# block 1

### Sequential cells grouped by signal name, block 1

Drawn at 1.5 px/um. Other sequential cells in the stronger gray, the rest of the logic in the fainter gray.
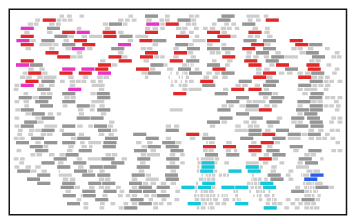
## config.mk

```make
export PLATFORM = sky130hd
export DESIGN_NAME = tpg_timing_ctrl_flat
export DESIGN_NICKNAME = d
export VERILOG_FILES = /design/src/rtl/tpg_timing_ctrl_if.sv /design/src/rtl/tpg_timing_ctrl.sv /design/src/flat_wrapper.sv
export SDC_FILE = /design/constraint.sdc
export NUM_CORES = 1
export LEC_CHECK = 0
export CORE_ASPECT_RATIO = 0.6
export CORE_MARGIN = 2
export CORE_UTILIZATION = 35
export CTS_CLUSTER_DIAMETER = 60
export CTS_CLUSTER_SIZE = 12
export DETAILED_ROUTE_END_ITERATION = 10
export HOLD_SLACK_MARGIN = 0.03
export PLACE_DENSITY = 0.54
export SYNTH_ARGS = -nofsm -noshare
export SYNTH_HDL_FRONTEND = slang
export SYNTH_SLANG_ARGS = --single-unit
export TNS_END_PERCENT = 30
```

## constraint.sdc

```tcl
create_clock -name clk -period 22.7 [get_ports clk]
set_input_delay 4.54 -clock clk [delete_from_list [all_inputs] [get_ports clk]]
set_output_delay 4.54 -clock clk [all_outputs]
set_load 0.02 [all_outputs]
```

## src/rtl/tpg_timing_ctrl_if.sv

```systemverilog
// tpg_timing_ctrl_if: shadow-register write port of the test-pattern
// generator timing controller. The master (host) writes shadow registers and
// commits the bank. The slave (controller) reports pending, applied and
// write-error status.
interface tpg_timing_ctrl_if;
  logic        wr_en;
  logic [3:0]  wr_addr;
  logic [15:0] wr_data;
  logic        commit;
  logic        pending;
  logic        applied;
  logic        wr_err;

  modport master (
    output wr_en, wr_addr, wr_data, commit,
    input  pending, applied, wr_err
  );

  modport slave (
    input  wr_en, wr_addr, wr_data, commit,
    output pending, applied, wr_err
  );
endinterface

```

## src/rtl/tpg_timing_ctrl.sv

```systemverilog
// tpg_timing_ctrl: run controller and timing-bank scheduler for the video
// test-pattern generator. Host writes land in a shadow bank of ten timing
// registers. A committed shadow bank is copied into the active bank as a
// whole: immediately while idle, otherwise only on a frame boundary (rising
// edge of the generator's vsync). A stop request takes effect on the next
// frame boundary.
// Optional feature: define TPG_TIMING_CTRL_FRAME_IRQ_EN to add a sticky
// per-frame interrupt (irq) with a clear input (irq_clr).
module tpg_timing_ctrl #(
  parameter int H_BITS = 12,
  parameter int V_BITS = 12,
  parameter int FCW    = 16
) (
  input  logic                  clk,
  input  logic                  rst,
  input  logic                  start,
  input  logic                  stop,
  input  logic                  vs_in,
  tpg_timing_ctrl_if.slave      bus,
  output logic                  tgen_en,
  output logic [H_BITS-1:0]     tHS_START,
  output logic [H_BITS-1:0]     tHS_END,
  output logic [H_BITS-1:0]     tHACT_START,
  output logic [H_BITS-1:0]     tHACT_END,
  output logic [H_BITS-1:0]     tH_END,
  output logic [V_BITS-1:0]     tVS_START,
  output logic [V_BITS-1:0]     tVS_END,
  output logic [V_BITS-1:0]     tVACT_START,
  output logic [V_BITS-1:0]     tVACT_END,
  output logic [V_BITS-1:0]     tV_END,
  output logic [FCW-1:0]        frame_cnt,
  output logic                  busy
`ifdef TPG_TIMING_CTRL_FRAME_IRQ_EN
  ,
  input  logic                  irq_clr,
  output logic                  irq
`endif
);

  typedef enum logic [1:0] {
    IDLE     = 2'd0,
    RUN      = 2'd1,
    STOPPING = 2'd2
  } state_t;

  state_t            state_q, state_d;
  logic              vs_q, vs_d;
  logic              pending_q, pending_d;
  logic              applied_q, applied_d;
  logic              wr_err_q, wr_err_d;
  logic              tgen_en_q, tgen_en_d;
  logic              busy_q, busy_d;
  logic [FCW-1:0]    frame_cnt_q, frame_cnt_d;
  logic [H_BITS-1:0] h_shadow_q [5];
  logic [H_BITS-1:0] h_shadow_d [5];
  logic [V_BITS-1:0] v_shadow_q [5];
  logic [V_BITS-1:0] v_shadow_d [5];
  logic [H_BITS-1:0] h_active_q [5];
  logic [H_BITS-1:0] h_active_d [5];
  logic [V_BITS-1:0] v_active_q [5];
  logic [V_BITS-1:0] v_active_d [5];
  logic              fb;
  logic              apply;
`ifdef TPG_TIMING_CTRL_FRAME_IRQ_EN
  logic              irq_q, irq_d;
`endif

  // Upper write-data bits beyond the timing widths carry no meaning.
  logic unused_wr_data;
  assign unused_wr_data = ^bus.wr_data;

  // Next-state logic: frame-boundary detect, bank transfer, shadow writes and run sequencing.
  always_comb begin
    state_d     = state_q;
    vs_d        = vs_in;
    pending_d   = pending_q;
    applied_d   = 1'b0;
    wr_err_d    = 1'b0;
    frame_cnt_d = frame_cnt_q;
    h_shadow_d  = h_shadow_q;
    v_shadow_d  = v_shadow_q;
    h_active_d  = h_active_q;
    v_active_d  = v_active_q;

    // The edge register keeps tracking vsync while idle, so a vsync that is
    // already high when generation starts does not look like a new frame.
    fb    = vs_in & ~vs_q;
    apply = (state_q == IDLE) ? pending_q : (fb & pending_q);

    // The transfer uses the shadow contents from before this cycle's write.
    if (apply) begin
      h_active_d = h_shadow_q;
      v_active_d = v_shadow_q;
      applied_d  = 1'b1;
      pending_d  = 1'b0;
    end
    if (bus.commit) begin
      pending_d = 1'b1;
    end

    if (bus.wr_en) begin
      if (bus.wr_addr >= 4'd10) begin
        wr_err_d = 1'b1;
      end
      for (int i = 0; i < 5; i++) begin
        if (bus.wr_addr == 4'(i)) begin
          h_shadow_d[i] = bus.wr_data[H_BITS-1:0];
        end
        if (bus.wr_addr == 4'(i + 5)) begin
          v_shadow_d[i] = bus.wr_data[V_BITS-1:0];
        end
      end
    end

    case (state_q)
      IDLE: begin
        if (start) begin
          state_d     = RUN;
          frame_cnt_d = '0;
        end
      end
      RUN: begin
        if (fb) begin
          frame_cnt_d = frame_cnt_q + FCW'(1);
        end
        if (stop) begin
          state_d = STOPPING;
        end
      end
      STOPPING: begin
        if (fb) begin
          frame_cnt_d = frame_cnt_q + FCW'(1);
        end
        if (start) begin
          state_d = RUN;
        end else if (fb) begin
          state_d = IDLE;
        end
      end
      default: state_d = IDLE;
    endcase

    tgen_en_d = (state_d != IDLE);
    busy_d    = (state_d != IDLE);

`ifdef TPG_TIMING_CTRL_FRAME_IRQ_EN
    irq_d = irq_q;
    if (fb && (state_q != IDLE)) begin
      irq_d = 1'b1;
    end else if (irq_clr) begin
      irq_d = 1'b0;
    end
`endif
  end

  // State and bank registers; reset clears everything, including both banks.
  always_ff @(posedge clk or posedge rst) begin
    if (rst) begin
      state_q     <= IDLE;
      vs_q        <= 1'b0;
      pending_q   <= 1'b0;
      applied_q   <= 1'b0;
      wr_err_q    <= 1'b0;
      tgen_en_q   <= 1'b0;
      busy_q      <= 1'b0;
      frame_cnt_q <= '0;
      h_shadow_q  <= '{default: '0};
      v_shadow_q  <= '{default: '0};
      h_active_q  <= '{default: '0};
      v_active_q  <= '{default: '0};
`ifdef TPG_TIMING_CTRL_FRAME_IRQ_EN
      irq_q       <= 1'b0;
`endif
    end else begin
      state_q     <= state_d;
      vs_q        <= vs_d;
      pending_q   <= pending_d;
      applied_q   <= applied_d;
      wr_err_q    <= wr_err_d;
      tgen_en_q   <= tgen_en_d;
      busy_q      <= busy_d;
      frame_cnt_q <= frame_cnt_d;
      h_shadow_q  <= h_shadow_d;
      v_shadow_q  <= v_shadow_d;
      h_active_q  <= h_active_d;
      v_active_q  <= v_active_d;
`ifdef TPG_TIMING_CTRL_FRAME_IRQ_EN
      irq_q       <= irq_d;
`endif
    end
  end

  assign tgen_en     = tgen_en_q;
  assign busy        = busy_q;
  assign frame_cnt   = frame_cnt_q;
  assign bus.pending = pending_q;
  assign bus.applied = applied_q;
  assign bus.wr_err  = wr_err_q;
  assign tHS_START   = h_active_q[0];
  assign tHS_END     = h_active_q[1];
  assign tHACT_START = h_active_q[2];
  assign tHACT_END   = h_active_q[3];
  assign tH_END      = h_active_q[4];
  assign tVS_START   = v_active_q[0];
  assign tVS_END     = v_active_q[1];
  assign tVACT_START = v_active_q[2];
  assign tVACT_END   = v_active_q[3];
  assign tV_END      = v_active_q[4];
`ifdef TPG_TIMING_CTRL_FRAME_IRQ_EN
  assign irq         = irq_q;
`endif

endmodule

```

## src/flat_wrapper.sv

```systemverilog
// flat-port wrapper written by rule: the top's interface ports become plain ports
module tpg_timing_ctrl_flat 
#(
  parameter int H_BITS = 12,
  parameter int V_BITS = 12,
  parameter int FCW    = 16
)
  (clk, rst, start, stop, vs_in, tgen_en, tHS_START, tHS_END, tHACT_START, tHACT_END, tH_END, tVS_START, tVS_END, tVACT_START, tVACT_END, tV_END, frame_cnt, busy, bus_wr_en, bus_wr_addr, bus_wr_data, bus_commit, bus_pending, bus_applied, bus_wr_err);
  tpg_timing_ctrl_if bus_i ();
  input  logic clk;
  input  logic rst;
  input  logic start;
  input  logic stop;
  input  logic vs_in;
  output logic tgen_en;
  output logic [H_BITS-1:0] tHS_START;
  output logic [H_BITS-1:0] tHS_END;
  output logic [H_BITS-1:0] tHACT_START;
  output logic [H_BITS-1:0] tHACT_END;
  output logic [H_BITS-1:0] tH_END;
  output logic [V_BITS-1:0] tVS_START;
  output logic [V_BITS-1:0] tVS_END;
  output logic [V_BITS-1:0] tVACT_START;
  output logic [V_BITS-1:0] tVACT_END;
  output logic [V_BITS-1:0] tV_END;
  output logic [FCW-1:0] frame_cnt;
  output logic busy;
  input wire logic [$bits(bus_i.wr_en)-1:0] bus_wr_en;
  input wire logic [$bits(bus_i.wr_addr)-1:0] bus_wr_addr;
  input wire logic [$bits(bus_i.wr_data)-1:0] bus_wr_data;
  input wire logic [$bits(bus_i.commit)-1:0] bus_commit;
  output wire logic [$bits(bus_i.pending)-1:0] bus_pending;
  output wire logic [$bits(bus_i.applied)-1:0] bus_applied;
  output wire logic [$bits(bus_i.wr_err)-1:0] bus_wr_err;
  assign bus_i.wr_en = bus_wr_en;
  assign bus_i.wr_addr = bus_wr_addr;
  assign bus_i.wr_data = bus_wr_data;
  assign bus_i.commit = bus_commit;
  assign bus_pending = bus_i.pending;
  assign bus_applied = bus_i.applied;
  assign bus_wr_err = bus_i.wr_err;
  tpg_timing_ctrl #(.H_BITS(H_BITS), .V_BITS(V_BITS), .FCW(FCW)) u_core (.clk(clk), .rst(rst), .start(start), .stop(stop), .vs_in(vs_in), .bus(bus_i), .tgen_en(tgen_en), .tHS_START(tHS_START), .tHS_END(tHS_END), .tHACT_START(tHACT_START), .tHACT_END(tHACT_END), .tH_END(tH_END), .tVS_START(tVS_START), .tVS_END(tVS_END), .tVACT_START(tVACT_START), .tVACT_END(tVACT_END), .tV_END(tV_END), .frame_cnt(frame_cnt), .busy(busy));
endmodule
```

==> impl_results.html <==
<p>Metrics extracted from the flow reports.</p>
<table>
<tr><th>Metric</th><th>Value</th></tr>
<tr><th colspan="2">Final timing</th></tr>
<tr><td>Total negative slack</td><td>0 ps</td></tr>
<tr><th colspan="2">Status</th></tr>
<tr><td>Outcome</td><td>complete, no violations</td></tr>
<tr><th colspan="2">Clock network</th></tr>
<tr><td>Cells resized by post-CTS repair</td><td>0</td></tr>
<tr><td>TritonCTS clock tree</td><td>yes</td></tr>
<tr><td>Buffers from clock root to sink, at most</td><td>3</td></tr>
<tr><th colspan="2">Worst setup path</th></tr>
<tr><td>Critical path startpoint category</td><td>input pin</td></tr>
<tr><th colspan="2">Yosys</th></tr>
<tr><td>Area share of and/or/nand/nor cells after synthesis</td><td>0.03585</td></tr>
<tr><td>Flip-flops with a built-in enable</td><td>0</td></tr>
<tr><td>MUX area fraction</td><td>0.2671</td></tr>
<tr><th colspan="2">Global route</th></tr>
<tr><td>Grt met2 use</td><td>0.2491</td></tr>
<tr><th colspan="2">Die</th></tr>
<tr><td>CORE AREA</td><td>28650 um2</td></tr>
<tr><th colspan="2">Routing</th></tr>
<tr><td>Number of DRC markers in iteration 0</td><td>289</td></tr>
<tr><td>Count of vias placed by the detailed router</td><td>5855</td></tr>
<tr><th colspan="2">Final layout</th></tr>
<tr><td>Non-filler instance count after layout</td><td>1188</td></tr>
<tr><td>Finished layout cell area</td><td>12790 um2</td></tr>
<tr><th colspan="2">Placement</th></tr>
<tr><td>Number of cells after detailed placement</td><td>approximately 1200</td></tr>
</table>
## Picture notes: 'Sequential cells grouped by signal name' of block 1
Key: `u_core.state_q` = blue [flops 2]; `u_core.frame_cnt` = cyan [flops 16]; `u_core.tVACT_START` = magenta [flops 12, where upper left]; `u_core.v_shadow_q` = red [flops 60]
sequential logic power: 0.000720 W
flop share of the area: 0.5146
final standard cell utilization of the core: 0.4465
area of all sequential standard cells: 6581 um2

[worst paths after layout]
kind                                                     end  slack [ps]  cells past startpoint
min                        u_core.tVACT_START[8]$_DFFE_PP0P_         500                      1
min in group asynchronous              u_core.vs_q$_DFF_PP0_        4590                      2
max                        u_core.tHACT_START[0]$_DFFE_PP0P_       15760                      6
max in group asynchronous  u_core.h_shadow_q[41]$_DFFE_PP0P_       15870                      4
max reg2reg                u_core.tHACT_START[0]$_DFFE_PP0P_       19670                      6
min reg2reg                u_core.tVACT_START[8]$_DFFE_PP0P_         500                      1
[area by class of cell]
class	instances	area (um2)	share of cell area
repair buffers	169	1677	0.1311
well taps	375	469.2	0.03669
clock buffers	26	629.4	0.04921
inverters	8	37.54	0.002935
flip-flops and latches	263	6581	0.5146
multi-input cells	347	3396	0.2655
[power by group through the flow]
stage	registers (W)	clock network (W)	logic, W
4_1_cts	0.000723	0.000369	0.000676
2_1_floorplan	0.000837	0	0.000256
6_report	0.000720	0.000356	0.000667
3_5_place_dp	0.000730	0	0.000673
5_1_grt	0.000742	0.000389	0.000708
3_3_place_gp	0.000721	0	0.000660

# block 2

$ cat config.mk
export PLATFORM = sky130hd
export DESIGN_NAME = ghostbus_host
export DESIGN_NICKNAME = d
export VERILOG_FILES = /design/src/rtl/ghostbus_host_pkg.sv /design/src/rtl/gb_resp_fifo.sv /design/src/rtl/ghostbus_host.sv
export SDC_FILE = /design/constraint.sdc
export NUM_CORES = 1
export LEC_CHECK = 0
export CAP_MARGIN = 20
export CORE_MARGIN = 5
export CORE_UTILIZATION = 44
export CTS_CLUSTER_DIAMETER = 40
export DETAILED_ROUTE_END_ITERATION = 6
export PLACE_DENSITY_LB_ADDON = 0.3
export SYNTH_ARGS = -nofsm -noshare
export SYNTH_HDL_FRONTEND = slang
export SYNTH_SLANG_ARGS = --single-unit
$ cat constraint.sdc
create_clock -name gb_clk -period 5.8 [get_ports gb_clk]
set_input_delay 0.58 -clock gb_clk [delete_from_list [all_inputs] [get_ports gb_clk]]
set_output_delay 0.58 -clock gb_clk [all_outputs]
set_load 0.03 [all_outputs]
$ cat src/rtl/ghostbus_host_pkg.sv
// Shared types and constants for the ghostbus host initiator.
package ghostbus_host_pkg;

  typedef enum logic [1:0] {
    IDLE  = 2'd0,
    WSTB  = 2'd1,
    RSTB  = 2'd2,
    RWAIT = 2'd3
  } gb_state_e;

  // Depth of the read-response buffer.
  localparam int unsigned RESP_DEPTH = 2;

  // Width of the read-delay counter; RD is limited to 1..255.
  localparam int unsigned RD_W = 8;

endpackage

$ cat src/rtl/gb_resp_fifo.sv
// Two-entry first-word-fall-through buffer holding {addr, rdata} read responses.
module gb_resp_fifo
  import ghostbus_host_pkg::*;
#(
  parameter int unsigned W = 56
) (
  input  logic         gb_clk,
  input  logic         gb_rst,
  input  logic         push,
  input  logic [W-1:0] push_data,
  input  logic         pop,
  output logic [W-1:0] head_data,
  output logic         full,
  output logic         empty,
  output logic [1:0]   count
);

  logic [W-1:0] mem_q [RESP_DEPTH];
  logic [W-1:0] mem_d [RESP_DEPTH];
  logic         wr_ptr_q, wr_ptr_d;
  logic         rd_ptr_q, rd_ptr_d;
  logic [1:0]   count_q, count_d;
  logic         do_push, do_pop;

  assign empty     = (count_q == 2'd0);
  assign full      = (count_q == 2'(RESP_DEPTH));
  assign count     = count_q;
  assign head_data = mem_q[rd_ptr_q];
  assign do_push   = push && !full;
  assign do_pop    = pop && !empty;

  // Next-state for storage, pointers and occupancy.
  always_comb begin
    mem_d    = mem_q;
    wr_ptr_d = wr_ptr_q;
    rd_ptr_d = rd_ptr_q;
    count_d  = count_q;
    if (do_push) begin
      mem_d[wr_ptr_q] = push_data;
      wr_ptr_d        = ~wr_ptr_q;
    end
    if (do_pop) begin
      rd_ptr_d = ~rd_ptr_q;
    end
    case ({do_push, do_pop})
      2'b10:   count_d = count_q + 2'd1;
      2'b01:   count_d = count_q - 2'd1;
      default: count_d = count_q;
    endcase
  end

  // Buffer state registers.
  always_ff @(posedge gb_clk or posedge gb_rst) begin
    if (gb_rst) begin
      mem_q    <= '{default: '0};
      wr_ptr_q <= 1'b0;
      rd_ptr_q <= 1'b0;
      count_q  <= '0;
    end else begin
      mem_q    <= mem_d;
      wr_ptr_q <= wr_ptr_d;
      rd_ptr_q <= rd_ptr_d;
      count_q  <= count_d;
    end
  end

endmodule

$ cat src/rtl/ghostbus_host.sv
// Ghostbus initiator: turns a valid/ready command stream into single-cycle
// gb_wen/gb_rstb strobes and returns read data after the fixed read delay.
module ghostbus_host
  import ghostbus_host_pkg::*;
#(
  parameter int unsigned AW = 24,
  parameter int unsigned DW = 32,
  parameter int unsigned RD = 8
) (
  input  logic          gb_clk,
  input  logic          gb_rst,
  input  logic          cmd_valid,
  output logic          cmd_ready,
  input  logic          cmd_we,
  input  logic [AW-1:0] cmd_addr,
  input  logic [DW-1:0] cmd_wdata,
  output logic          resp_valid,
  input  logic          resp_ready,
  output logic [DW-1:0] resp_rdata,
  output logic [AW-1:0] resp_addr,
  output logic          busy,
  output logic [AW-1:0] gb_addr,
  output logic [DW-1:0] gb_wdata,
  output logic          gb_wen,
  output logic          gb_rstb,
  input  logic [DW-1:0] gb_rdata
);

  gb_state_e       state_q, state_d;
  logic [RD_W-1:0] cnt_q, cnt_d;
  logic [AW-1:0]   gb_addr_q, gb_addr_d;
  logic [DW-1:0]   gb_wdata_q, gb_wdata_d;
  logic            gb_wen_q, gb_wen_d;
  logic            gb_rstb_q, gb_rstb_d;
  logic            cmd_ready_q, cmd_ready_d;

  logic            accept;
  logic            push;
  logic            pop;
  logic            fifo_full;
  logic            fifo_empty;
  logic [1:0]      fifo_count;
  logic [1:0]      fifo_count_nxt;
  logic [AW+DW-1:0] fifo_head;

  assign accept = cmd_valid && cmd_ready_q;
  assign pop    = resp_valid && resp_ready;

  // Sequencer: next state, counter, bus address/data and registered strobes.
  always_comb begin
    state_d    = state_q;
    cnt_d      = cnt_q;
    gb_addr_d  = gb_addr_q;
    gb_wdata_d = gb_wdata_q;
    push       = 1'b0;
    case (state_q)
      IDLE: begin
        if (accept) begin
          gb_addr_d = cmd_addr;
          if (cmd_we) begin
            gb_wdata_d = cmd_wdata;
            state_d    = WSTB;
          end else begin
            state_d = RSTB;
          end
        end
      end
      WSTB: begin
        state_d = IDLE;
      end
      RSTB: begin
        cnt_d   = RD_W'(RD - 1);
        state_d = RWAIT;
      end
      RWAIT: begin
        if (cnt_q == '0) begin
          push    = !fifo_full;
          state_d = IDLE;
        end else begin
          cnt_d = cnt_q - 1'b1;
        end
      end
      default: state_d = IDLE;
    endcase

    // Strobes and cmd_ready are registered from the next state so they are
    // glitch-free and never combinational on cmd_valid; the buffer occupancy
    // is looked ahead so a pop frees the slot for the very next accept.
    case ({push, pop})
      2'b10:   fifo_count_nxt = fifo_count + 2'd1;
      2'b01:   fifo_count_nxt = fifo_count - 2'd1;
      default: fifo_count_nxt = fifo_count;
    endcase
    gb_wen_d    = (state_d == WSTB);
    gb_rstb_d   = (state_d == RSTB);
    cmd_ready_d = (state_d == IDLE) && (fifo_count_nxt < 2'(RESP_DEPTH));
  end

  // Sequencer state registers.
  always_ff @(posedge gb_clk or posedge gb_rst) begin
    if (gb_rst) begin
      state_q     <= IDLE;
      cnt_q       <= '0;
      gb_addr_q   <= '0;
      gb_wdata_q  <= '0;
      gb_wen_q    <= 1'b0;
      gb_rstb_q   <= 1'b0;
      cmd_ready_q <= 1'b0;
    end else begin
      state_q     <= state_d;
      cnt_q       <= cnt_d;
      gb_addr_q   <= gb_addr_d;
      gb_wdata_q  <= gb_wdata_d;
      gb_wen_q    <= gb_wen_d;
      gb_rstb_q   <= gb_rstb_d;
      cmd_ready_q <= cmd_ready_d;
    end
  end

  gb_resp_fifo #(
    .W(AW + DW)
  ) u_resp_fifo (
    .gb_clk    (gb_clk),
    .gb_rst    (gb_rst),
    .push      (push),
    .push_data ({gb_addr_q, gb_rdata}),
    .pop       (pop),
    .head_data (fifo_head),
    .full      (fifo_full),
    .empty     (fifo_empty),
    .count     (fifo_count)
  );

  assign cmd_ready  = cmd_ready_q;
  assign busy       = (state_q != IDLE);
  assign gb_addr    = gb_addr_q;
  assign gb_wdata   = gb_wdata_q;
  assign gb_wen     = gb_wen_q;
  assign gb_rstb    = gb_rstb_q;
  assign resp_valid = !fifo_empty;
  assign resp_addr  = fifo_head[AW+DW-1:DW];
  assign resp_rdata = fifo_head[DW-1:0];

endmodule
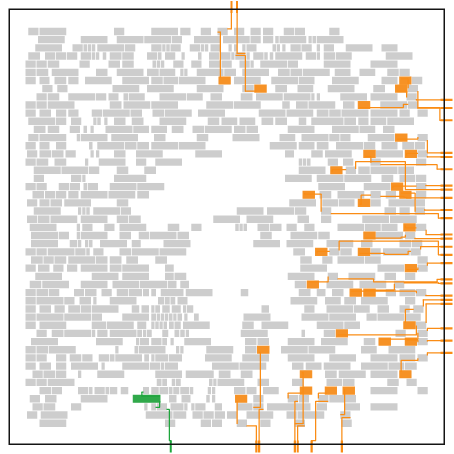
*Wires at chosen ports, followed through buffers, block 2*
Drawn at 3 px/um.
Key: `resp_rdata` = orange [bits 32, direction output, edge 24 right, 6 bottom, 2 top, end cells 32, buffers 32, wire 788 um]; `cmd_ready` = green [bits 1, direction output, edge bottom, end cells 1, buffers 1, wire 23.6 um]
total of buffers placed on input and output ports: 209
I/O pin count: 210

[layer usage]
layer / vias to the layer above / track usage / wire length (um)
met5: - / 0 / 11
met1: 2536 / 0.2308 / 8005
li1: 2377 / - / -
met3: 26 / 0.08366 / 1914
met2: 180 / 0.2775 / 8180
met4: 2 / 0.05793 / 235
[through the flow]
step | worst slack [ps] | hold slack, ps
floorplan | 191.3 | 446.4
global placement | 2531 | 460.9
detailed placement | 2436 | 471.3
CTS | 2399 | 486.2
global route | 2241 | 494.6
finish | 2405 | 479.3
[power by group through the flow]
stage | Sequential [W] | Combinational, W | Clock [W]
after global placement | 0.00181 | 0.00198 | 0
after CTS | 0.00182 | 0.00203 | 0.00120
final | 0.00182 | 0.00201 | 0.00117
after floorplan | 0.00215 | 0.000879 | 0
after detailed placement | 0.00184 | 0.00202 | 0
after global routing | 0.00186 | 0.00213 | 0.00126
[sequential cells by signal, summed over array words and instances (netlist names), 2 cells and up]
| register | flops |
|---|---|
| cnt_q | 8 |
| gb_addr | 24 |
| gb_wdata | 32 |
| state_q | 2 |
| u_resp_fifo.count | 2 |
| u_resp_fifo.mem_q | 112 |
==> impl_results.html <==
<p>Metrics extracted from the flow reports.</p>
<table>
<tr><th>Metric</th><th>Value</th></tr>
<tr><th colspan="2">Yosys</th></tr>
<tr><td>Adder share</td><td>0.009427</td></tr>
<tr><td>Distinct lib cells</td><td>34</td></tr>
<tr><td>Area share of the largest cell type after synthesis</td><td>0.5813</td></tr>
<tr><td>Post-synthesis area per instance</td><td>14.10 um2</td></tr>
<tr><td>Flip-flops with a built-in enable</td><td>0</td></tr>
<tr><td>Synth area leader</td><td>sky130_fd_sc_hd__dfrtp_1</td></tr>
<tr><td>Yosys top cell by instances</td><td>sky130_fd_sc_hd__dfrtp_1</td></tr>
<tr><td>Most instantiated cells after synthesis</td><td>sky130_fd_sc_hd__dfrtp_1 (185), sky130_fd_sc_hd__mux2_2 (135), sky130_fd_sc_hd__nand2_1 (80)</td></tr>
<tr><td>Top cells by area</td><td>sky130_fd_sc_hd__dfrtp_1 (58%), sky130_fd_sc_hd__mux2_2 (19%), sky130_fd_sc_hd__mux2_4 (7.5%)</td></tr>
<tr><th colspan="2">Final layout</th></tr>
<tr><td>Area added between synthesis and finish</td><td>35.98%</td></tr>
<tr><td>Fraction of final layout cells with drive strength greater than 1</td><td>0.2764</td></tr>
<tr><td>Number of sequential cells in the layout</td><td>185</td></tr>
<tr><th colspan="2">Worst setup path</th></tr>
<tr><td>Number of cells traversed by the worst register-to-register path</td><td>7</td></tr>
<tr><th colspan="2">Clock network</th></tr>
<tr><td>H-tree lvl count</td><td>4</td></tr>
<tr><td>Cells resized by post-CTS repair</td><td>0</td></tr>
<tr><th colspan="2">Pwr</th></tr>
<tr><td>Areal power density over the cells</td><td>461.3 nW/um2</td></tr>
<tr><td>Proportion of power drawn by flip-flops and latches</td><td>0.364</td></tr>
<tr><th colspan="2">Global route</th></tr>
<tr><td>First-pass GRT wire length</td><td>29.46 mm</td></tr>
<tr><th colspan="2">Min path</th></tr>
<tr><td>Worst Hold Path Cells</td><td>1</td></tr>
<tr><th colspan="2">Routing</th></tr>
<tr><td>Post-DRT Antenna Nets</td><td>0</td></tr>
<tr><td>Number of iterations in the first detailed-routing pass</td><td>4</td></tr>
<tr><th colspan="2">Status</th></tr>
<tr><td>Outcome</td><td>complete, no violations</td></tr>
<tr><th colspan="2">Flow run</th></tr>
<tr><td>Count of warning messages emitted by the tools</td><td>28</td></tr>
<tr><th colspan="2">Final timing</th></tr>
<tr><td>Highest attainable clock frequency</td><td>0.2946 GHz</td></tr>
<tr><th colspan="2">Die</th></tr>
<tr><td>Number of rows created at floorplan</td><td>49</td></tr>
<tr><td>Total Die Area</td><td>20890 um2</td></tr>
</table>

# block 3

### Routed clock nets over the placement, block 3

Drawn at 3 px/um.
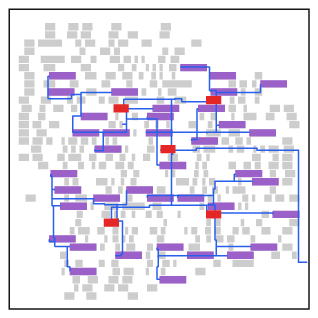
### src/rtl/vc_control.sv
// vc_control: sequencing FSM for the 8-entry fully associative victim cache datapath.
// Ports:
//   clk, rst_n                 clock, asynchronous active-low reset
//   up_read/up_write/up_dirty  L2-side lookup / eviction request, held until up_resp
//   up_resp, up_hit            one-cycle completion pulse and read-hit flag
//   pmem_read/pmem_write       memory strobes held until pmem_resp
//   VC_hit, VC_hit_dirty, hit_way, LRU_out, dirty_bits   datapath lookup results
//   load_VC, load_VC_dirty, load_LRU, L2_read, VC_dirty_bit, VC_write, load_index,
//   read_index, write_index, wb_index_in                 datapath strobes and indices
//   cnt_clear, hit_count, miss_count                     saturating read hit/miss counters
module vc_control #(
    parameter int CNT_W = 16
) (
    input  logic             clk,
    input  logic             rst_n,
    input  logic             up_read,
    input  logic             up_write,
    input  logic             up_dirty,
    output logic             up_resp,
    output logic             up_hit,
    output logic             pmem_read,
    output logic             pmem_write,
    input  logic             pmem_resp,
    input  logic             VC_hit,
    input  logic             VC_hit_dirty,
    input  logic [2:0]       hit_way,
    input  logic [23:0]      LRU_out,
    input  logic [7:0]       dirty_bits,
    output logic             load_VC,
    output logic             load_VC_dirty,
    output logic             load_LRU,
    output logic             L2_read,
    output logic             VC_dirty_bit,
    output logic             VC_write,
    output logic             load_index,
    output logic [2:0]       read_index,
    output logic [2:0]       write_index,
    output logic [2:0]       wb_index_in,
    input  logic             cnt_clear,
    output logic [CNT_W-1:0] hit_count,
    output logic [CNT_W-1:0] miss_count
);
    typedef enum logic [2:0] {IDLE, LOOKUP, RD_MEM, WB_ADDR, WB_MEM, FILL, RESP} state_t;

    state_t     state;
    logic [2:0] v;
    logic       hit_r;
    logic       lk, rd_hit, rd_miss, wr_hit, fill;

    assign lk      = state == LOOKUP;
    assign rd_hit  = lk & up_read & VC_hit;
    assign rd_miss = lk & up_read & ~VC_hit;
    assign wr_hit  = lk & up_write & VC_hit;
    assign fill    = state == FILL;

    always_ff @(posedge clk or negedge rst_n) begin
        if (!rst_n) begin
            state      <= IDLE;
            v          <= '0;
            hit_r      <= 1'b0;
            hit_count  <= '0;
            miss_count <= '0;
        end else begin
            case (state)
                IDLE:    if (up_read | up_write) state <= LOOKUP;
                LOOKUP: begin
                    hit_r <= rd_hit;
                    if (up_read) state <= VC_hit ? RESP : RD_MEM;
                    else if (up_write && VC_hit) state <= RESP;
                    else if (up_write) begin
                        // victim way is latched so later LRU updates cannot move it
                        v     <= LRU_out[2:0];
                        state <= dirty_bits[LRU_out[2:0]] ? WB_ADDR : FILL;
                    end else state <= IDLE;
                end
                RD_MEM:  if (pmem_resp) state <= RESP;
                WB_ADDR: state <= WB_MEM;
                WB_MEM:  if (pmem_resp) state <= FILL;
                FILL:    state <= RESP;
                default: state <= IDLE;
            endcase
            hit_count  <= cnt_clear ? '0 : (rd_hit && !(&hit_count)) ? hit_count + CNT_W'(1) : hit_count;
            miss_count <= cnt_clear ? '0 : (rd_miss && !(&miss_count)) ? miss_count + CNT_W'(1) : miss_count;
        end
    end

    assign up_resp       = state == RESP;
    assign up_hit        = up_resp & hit_r;
    assign pmem_read     = state == RD_MEM;
    assign pmem_write    = state == WB_MEM;
    assign load_index    = state == WB_ADDR;
    assign VC_write      = load_index | pmem_write;
    assign wb_index_in   = load_index ? v : 3'd0;
    assign L2_read       = rd_hit;
    assign read_index    = rd_hit ? hit_way : 3'd0;
    assign load_VC       = wr_hit | fill;
    assign load_VC_dirty = wr_hit | fill;
    assign load_LRU      = rd_hit | wr_hit | fill;
    // a write hit must not clean a line that is already dirty in the VC
    assign VC_dirty_bit  = wr_hit ? (up_dirty | VC_hit_dirty) : (fill & up_dirty);
    assign write_index   = wr_hit ? hit_way : fill ? v : 3'd0;
endmodule

### config.mk
export PLATFORM = sky130hd
export DESIGN_NAME = vc_control
export DESIGN_NICKNAME = d
export VERILOG_FILES = /design/src/rtl/vc_control.sv
export SDC_FILE = /design/constraint.sdc
export NUM_CORES = 1
export LEC_CHECK = 0
export CAP_MARGIN = 20
export CELL_PAD_IN_SITES_DETAIL_PLACEMENT = 1
export CELL_PAD_IN_SITES_GLOBAL_PLACEMENT = 2
export CORE_MARGIN = 2
export CORE_UTILIZATION = 27
export CTS_CLUSTER_SIZE = 20
export DETAILED_ROUTE_END_ITERATION = 6
export GPL_TIMING_DRIVEN = 0
export HOLD_SLACK_MARGIN = 0.1
export MAX_ROUTING_LAYER = met4
export PLACE_DENSITY = 0.82
export SKIP_LAST_GASP = 1
export SYNTH_ARGS = -nofsm -noshare
export SYNTH_HDL_FRONTEND = slang
export SYNTH_SLANG_ARGS = --single-unit
### constraint.sdc
create_clock -name clk -period 5.8 [get_ports clk]
set_input_delay 1.16 -clock clk [delete_from_list [all_inputs] [get_ports clk]]
set_output_delay 1.16 -clock clk [all_outputs]
set_load 0.01 [all_outputs]
==> impl_results.html <==
<p>Metrics extracted from the flow reports.</p>
<table>
<tr><th>Metric</th><th>Value</th></tr>
<tr><th colspan="2">Global route</th></tr>
<tr><td>First-pass GRT wire length</td><td>12.66 mm</td></tr>
<tr><th colspan="2">Final timing</th></tr>
<tr><td>Highest attainable clock frequency</td><td>0.2139 GHz</td></tr>
<tr><td>Time the final worst path needs with I/O delays and setup</td><td>4674 ps</td></tr>
<tr><th colspan="2">Pwr</th></tr>
<tr><td>Total design power</td><td>0.0007751 W</td></tr>
<tr><td>Switching power summed over all nets</td><td>0.0002359 W</td></tr>
<tr><td>Comb power frac</td><td>0.322</td></tr>
<tr><td>Sequential logic power</td><td>0.000316 W</td></tr>
<tr><td>Worst vdd rail ir drop</td><td>111.4 uV</td></tr>
<tr><th colspan="2">Die</th></tr>
<tr><td>Total Die Area</td><td>9885 um2</td></tr>
<tr><td>I/O pin count</td><td>96</td></tr>
<tr><th colspan="2">Routing</th></tr>
<tr><td>Post-DR wirelength/cell</td><td>16.86 um</td></tr>
<tr><td>Overall routed net length</td><td>around 7.7 mm</td></tr>
<tr><td>Number of iterations in the first detailed-routing pass</td><td>4</td></tr>
<tr><th colspan="2">Clock network</th></tr>
<tr><td>Clock tree root buffer cell</td><td>sky130_fd_sc_hd__clkbuf_8</td></tr>
<tr><td>CTS clk-pin slew, worst paths</td><td>80 ps</td></tr>
<tr><th colspan="2">Flow run</th></tr>
<tr><td>Number of violations of the max-capacitance limit</td><td>0</td></tr>
<tr><th colspan="2">Yosys</th></tr>
<tr><td>Synth logic family</td><td>simple AND/OR/NAND/NOR gates</td></tr>
<tr><td>Yosys warning count</td><td>0</td></tr>
<tr><th colspan="2">Status</th></tr>
<tr><td>Outcome</td><td>complete, no violations</td></tr>
<tr><th colspan="2">Worst setup path</th></tr>
<tr><td>Element type at the critical path end</td><td>output port</td></tr>
<tr><td>R2R Path End</td><td>hit_count[4]$_DFFE_PN0P_</td></tr>
<tr><td>Critical Path Fanout Max</td><td>10</td></tr>
<tr><td>Launching point of the worst reg2reg path</td><td>hit_count[0]$_DFFE_PN0P_</td></tr>
<tr><th colspan="2">Final layout</th></tr>
<tr><td>Non-clock buffers, area share</td><td>0.2423</td></tr>
<tr><td>Non-filler instance count after layout</td><td>455</td></tr>
<tr><td>Finished layout cell area</td><td>3450 um2</td></tr>
<tr><th colspan="2">Placement</th></tr>
<tr><td>Number of cells after detailed placement</td><td>447</td></tr>
</table>
## Picture notes: 'Routed clock nets over the placement' of block 3
Key: cells driving clock nets = red [count 5]; clock wires = blue [length 654 um]; flip-flops = purple [count 39]
There are 6 routed clock nets.
Clock Skew: 8.692 ps
Clk pwr share: 0.271
insertion delay at the late pin of the worst-skew pair: 300 ps
power dissipated in the clock network: 0.000210 W

## cell usage in the layout (no fill, tap or decap), drive strengths merged, types with 2 or more instances in the layout
cell and n:
or2 5, dfrtp 39, nor3b 4, clkdlybuf4s50 73
nor3 9, and4 2, a21oi 24, mux2i 2
mux2 7, nor2 10, buf 7, a22o 4
o31a 4, nor2b 4, nor4 9, ha 2
or3 8, inv 11, nand4 12, clkbuf 19
or4 15, o41ai 2, and3 9, o21a 3
and2 4, mux4 2, a211oi 2, nand2 15
o31ai 15, nand3 9, o21ai 6
## routing by layer
metal	wire length (um)	track usage	share of wire
met5	0	-	0
met4	90	0.03161	0.012
met3	268	0.03303	0.035
met2	3660	0.2635	0.48
met1	3653	0.2155	0.48
## worst max-delay path: stages
cell and delay (ps):
sky130_fd_sc_hd__clkdlybuf4s50_1 530, sky130_fd_sc_hd__and4bb_2 340, sky130_fd_sc_hd__nand2_1 130, sky130_fd_sc_hd__clkbuf_1 380
sky130_fd_sc_hd__inv_1 160, sky130_fd_sc_hd__or3_1 330, sky130_fd_sc_hd__clkdlybuf4s50_1 490


==> notes/layouts.md <==
Pictures saved along the way, in no particular order.

Cells colored by class.
image #1
Drawn at 2 px/um.
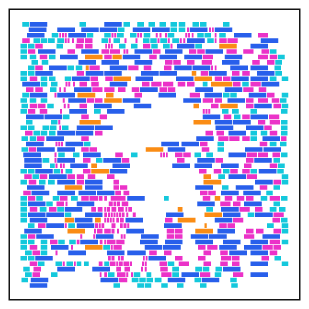
image #2
Drawn at 3 px/um.
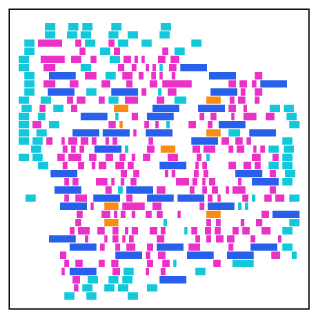
image #3
Drawn at 1.5 px/um.
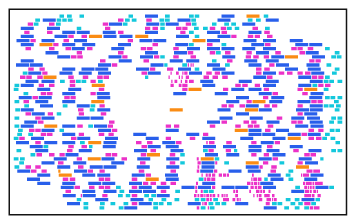
The one with the fewest sequential cells is image #2.
The one with the fewest cells is image #2.
block 3 -> image #2
block 1 -> image #3
block 2 -> image #1

Power figures rest on the tool's default switching activity, not on a simulated workload.
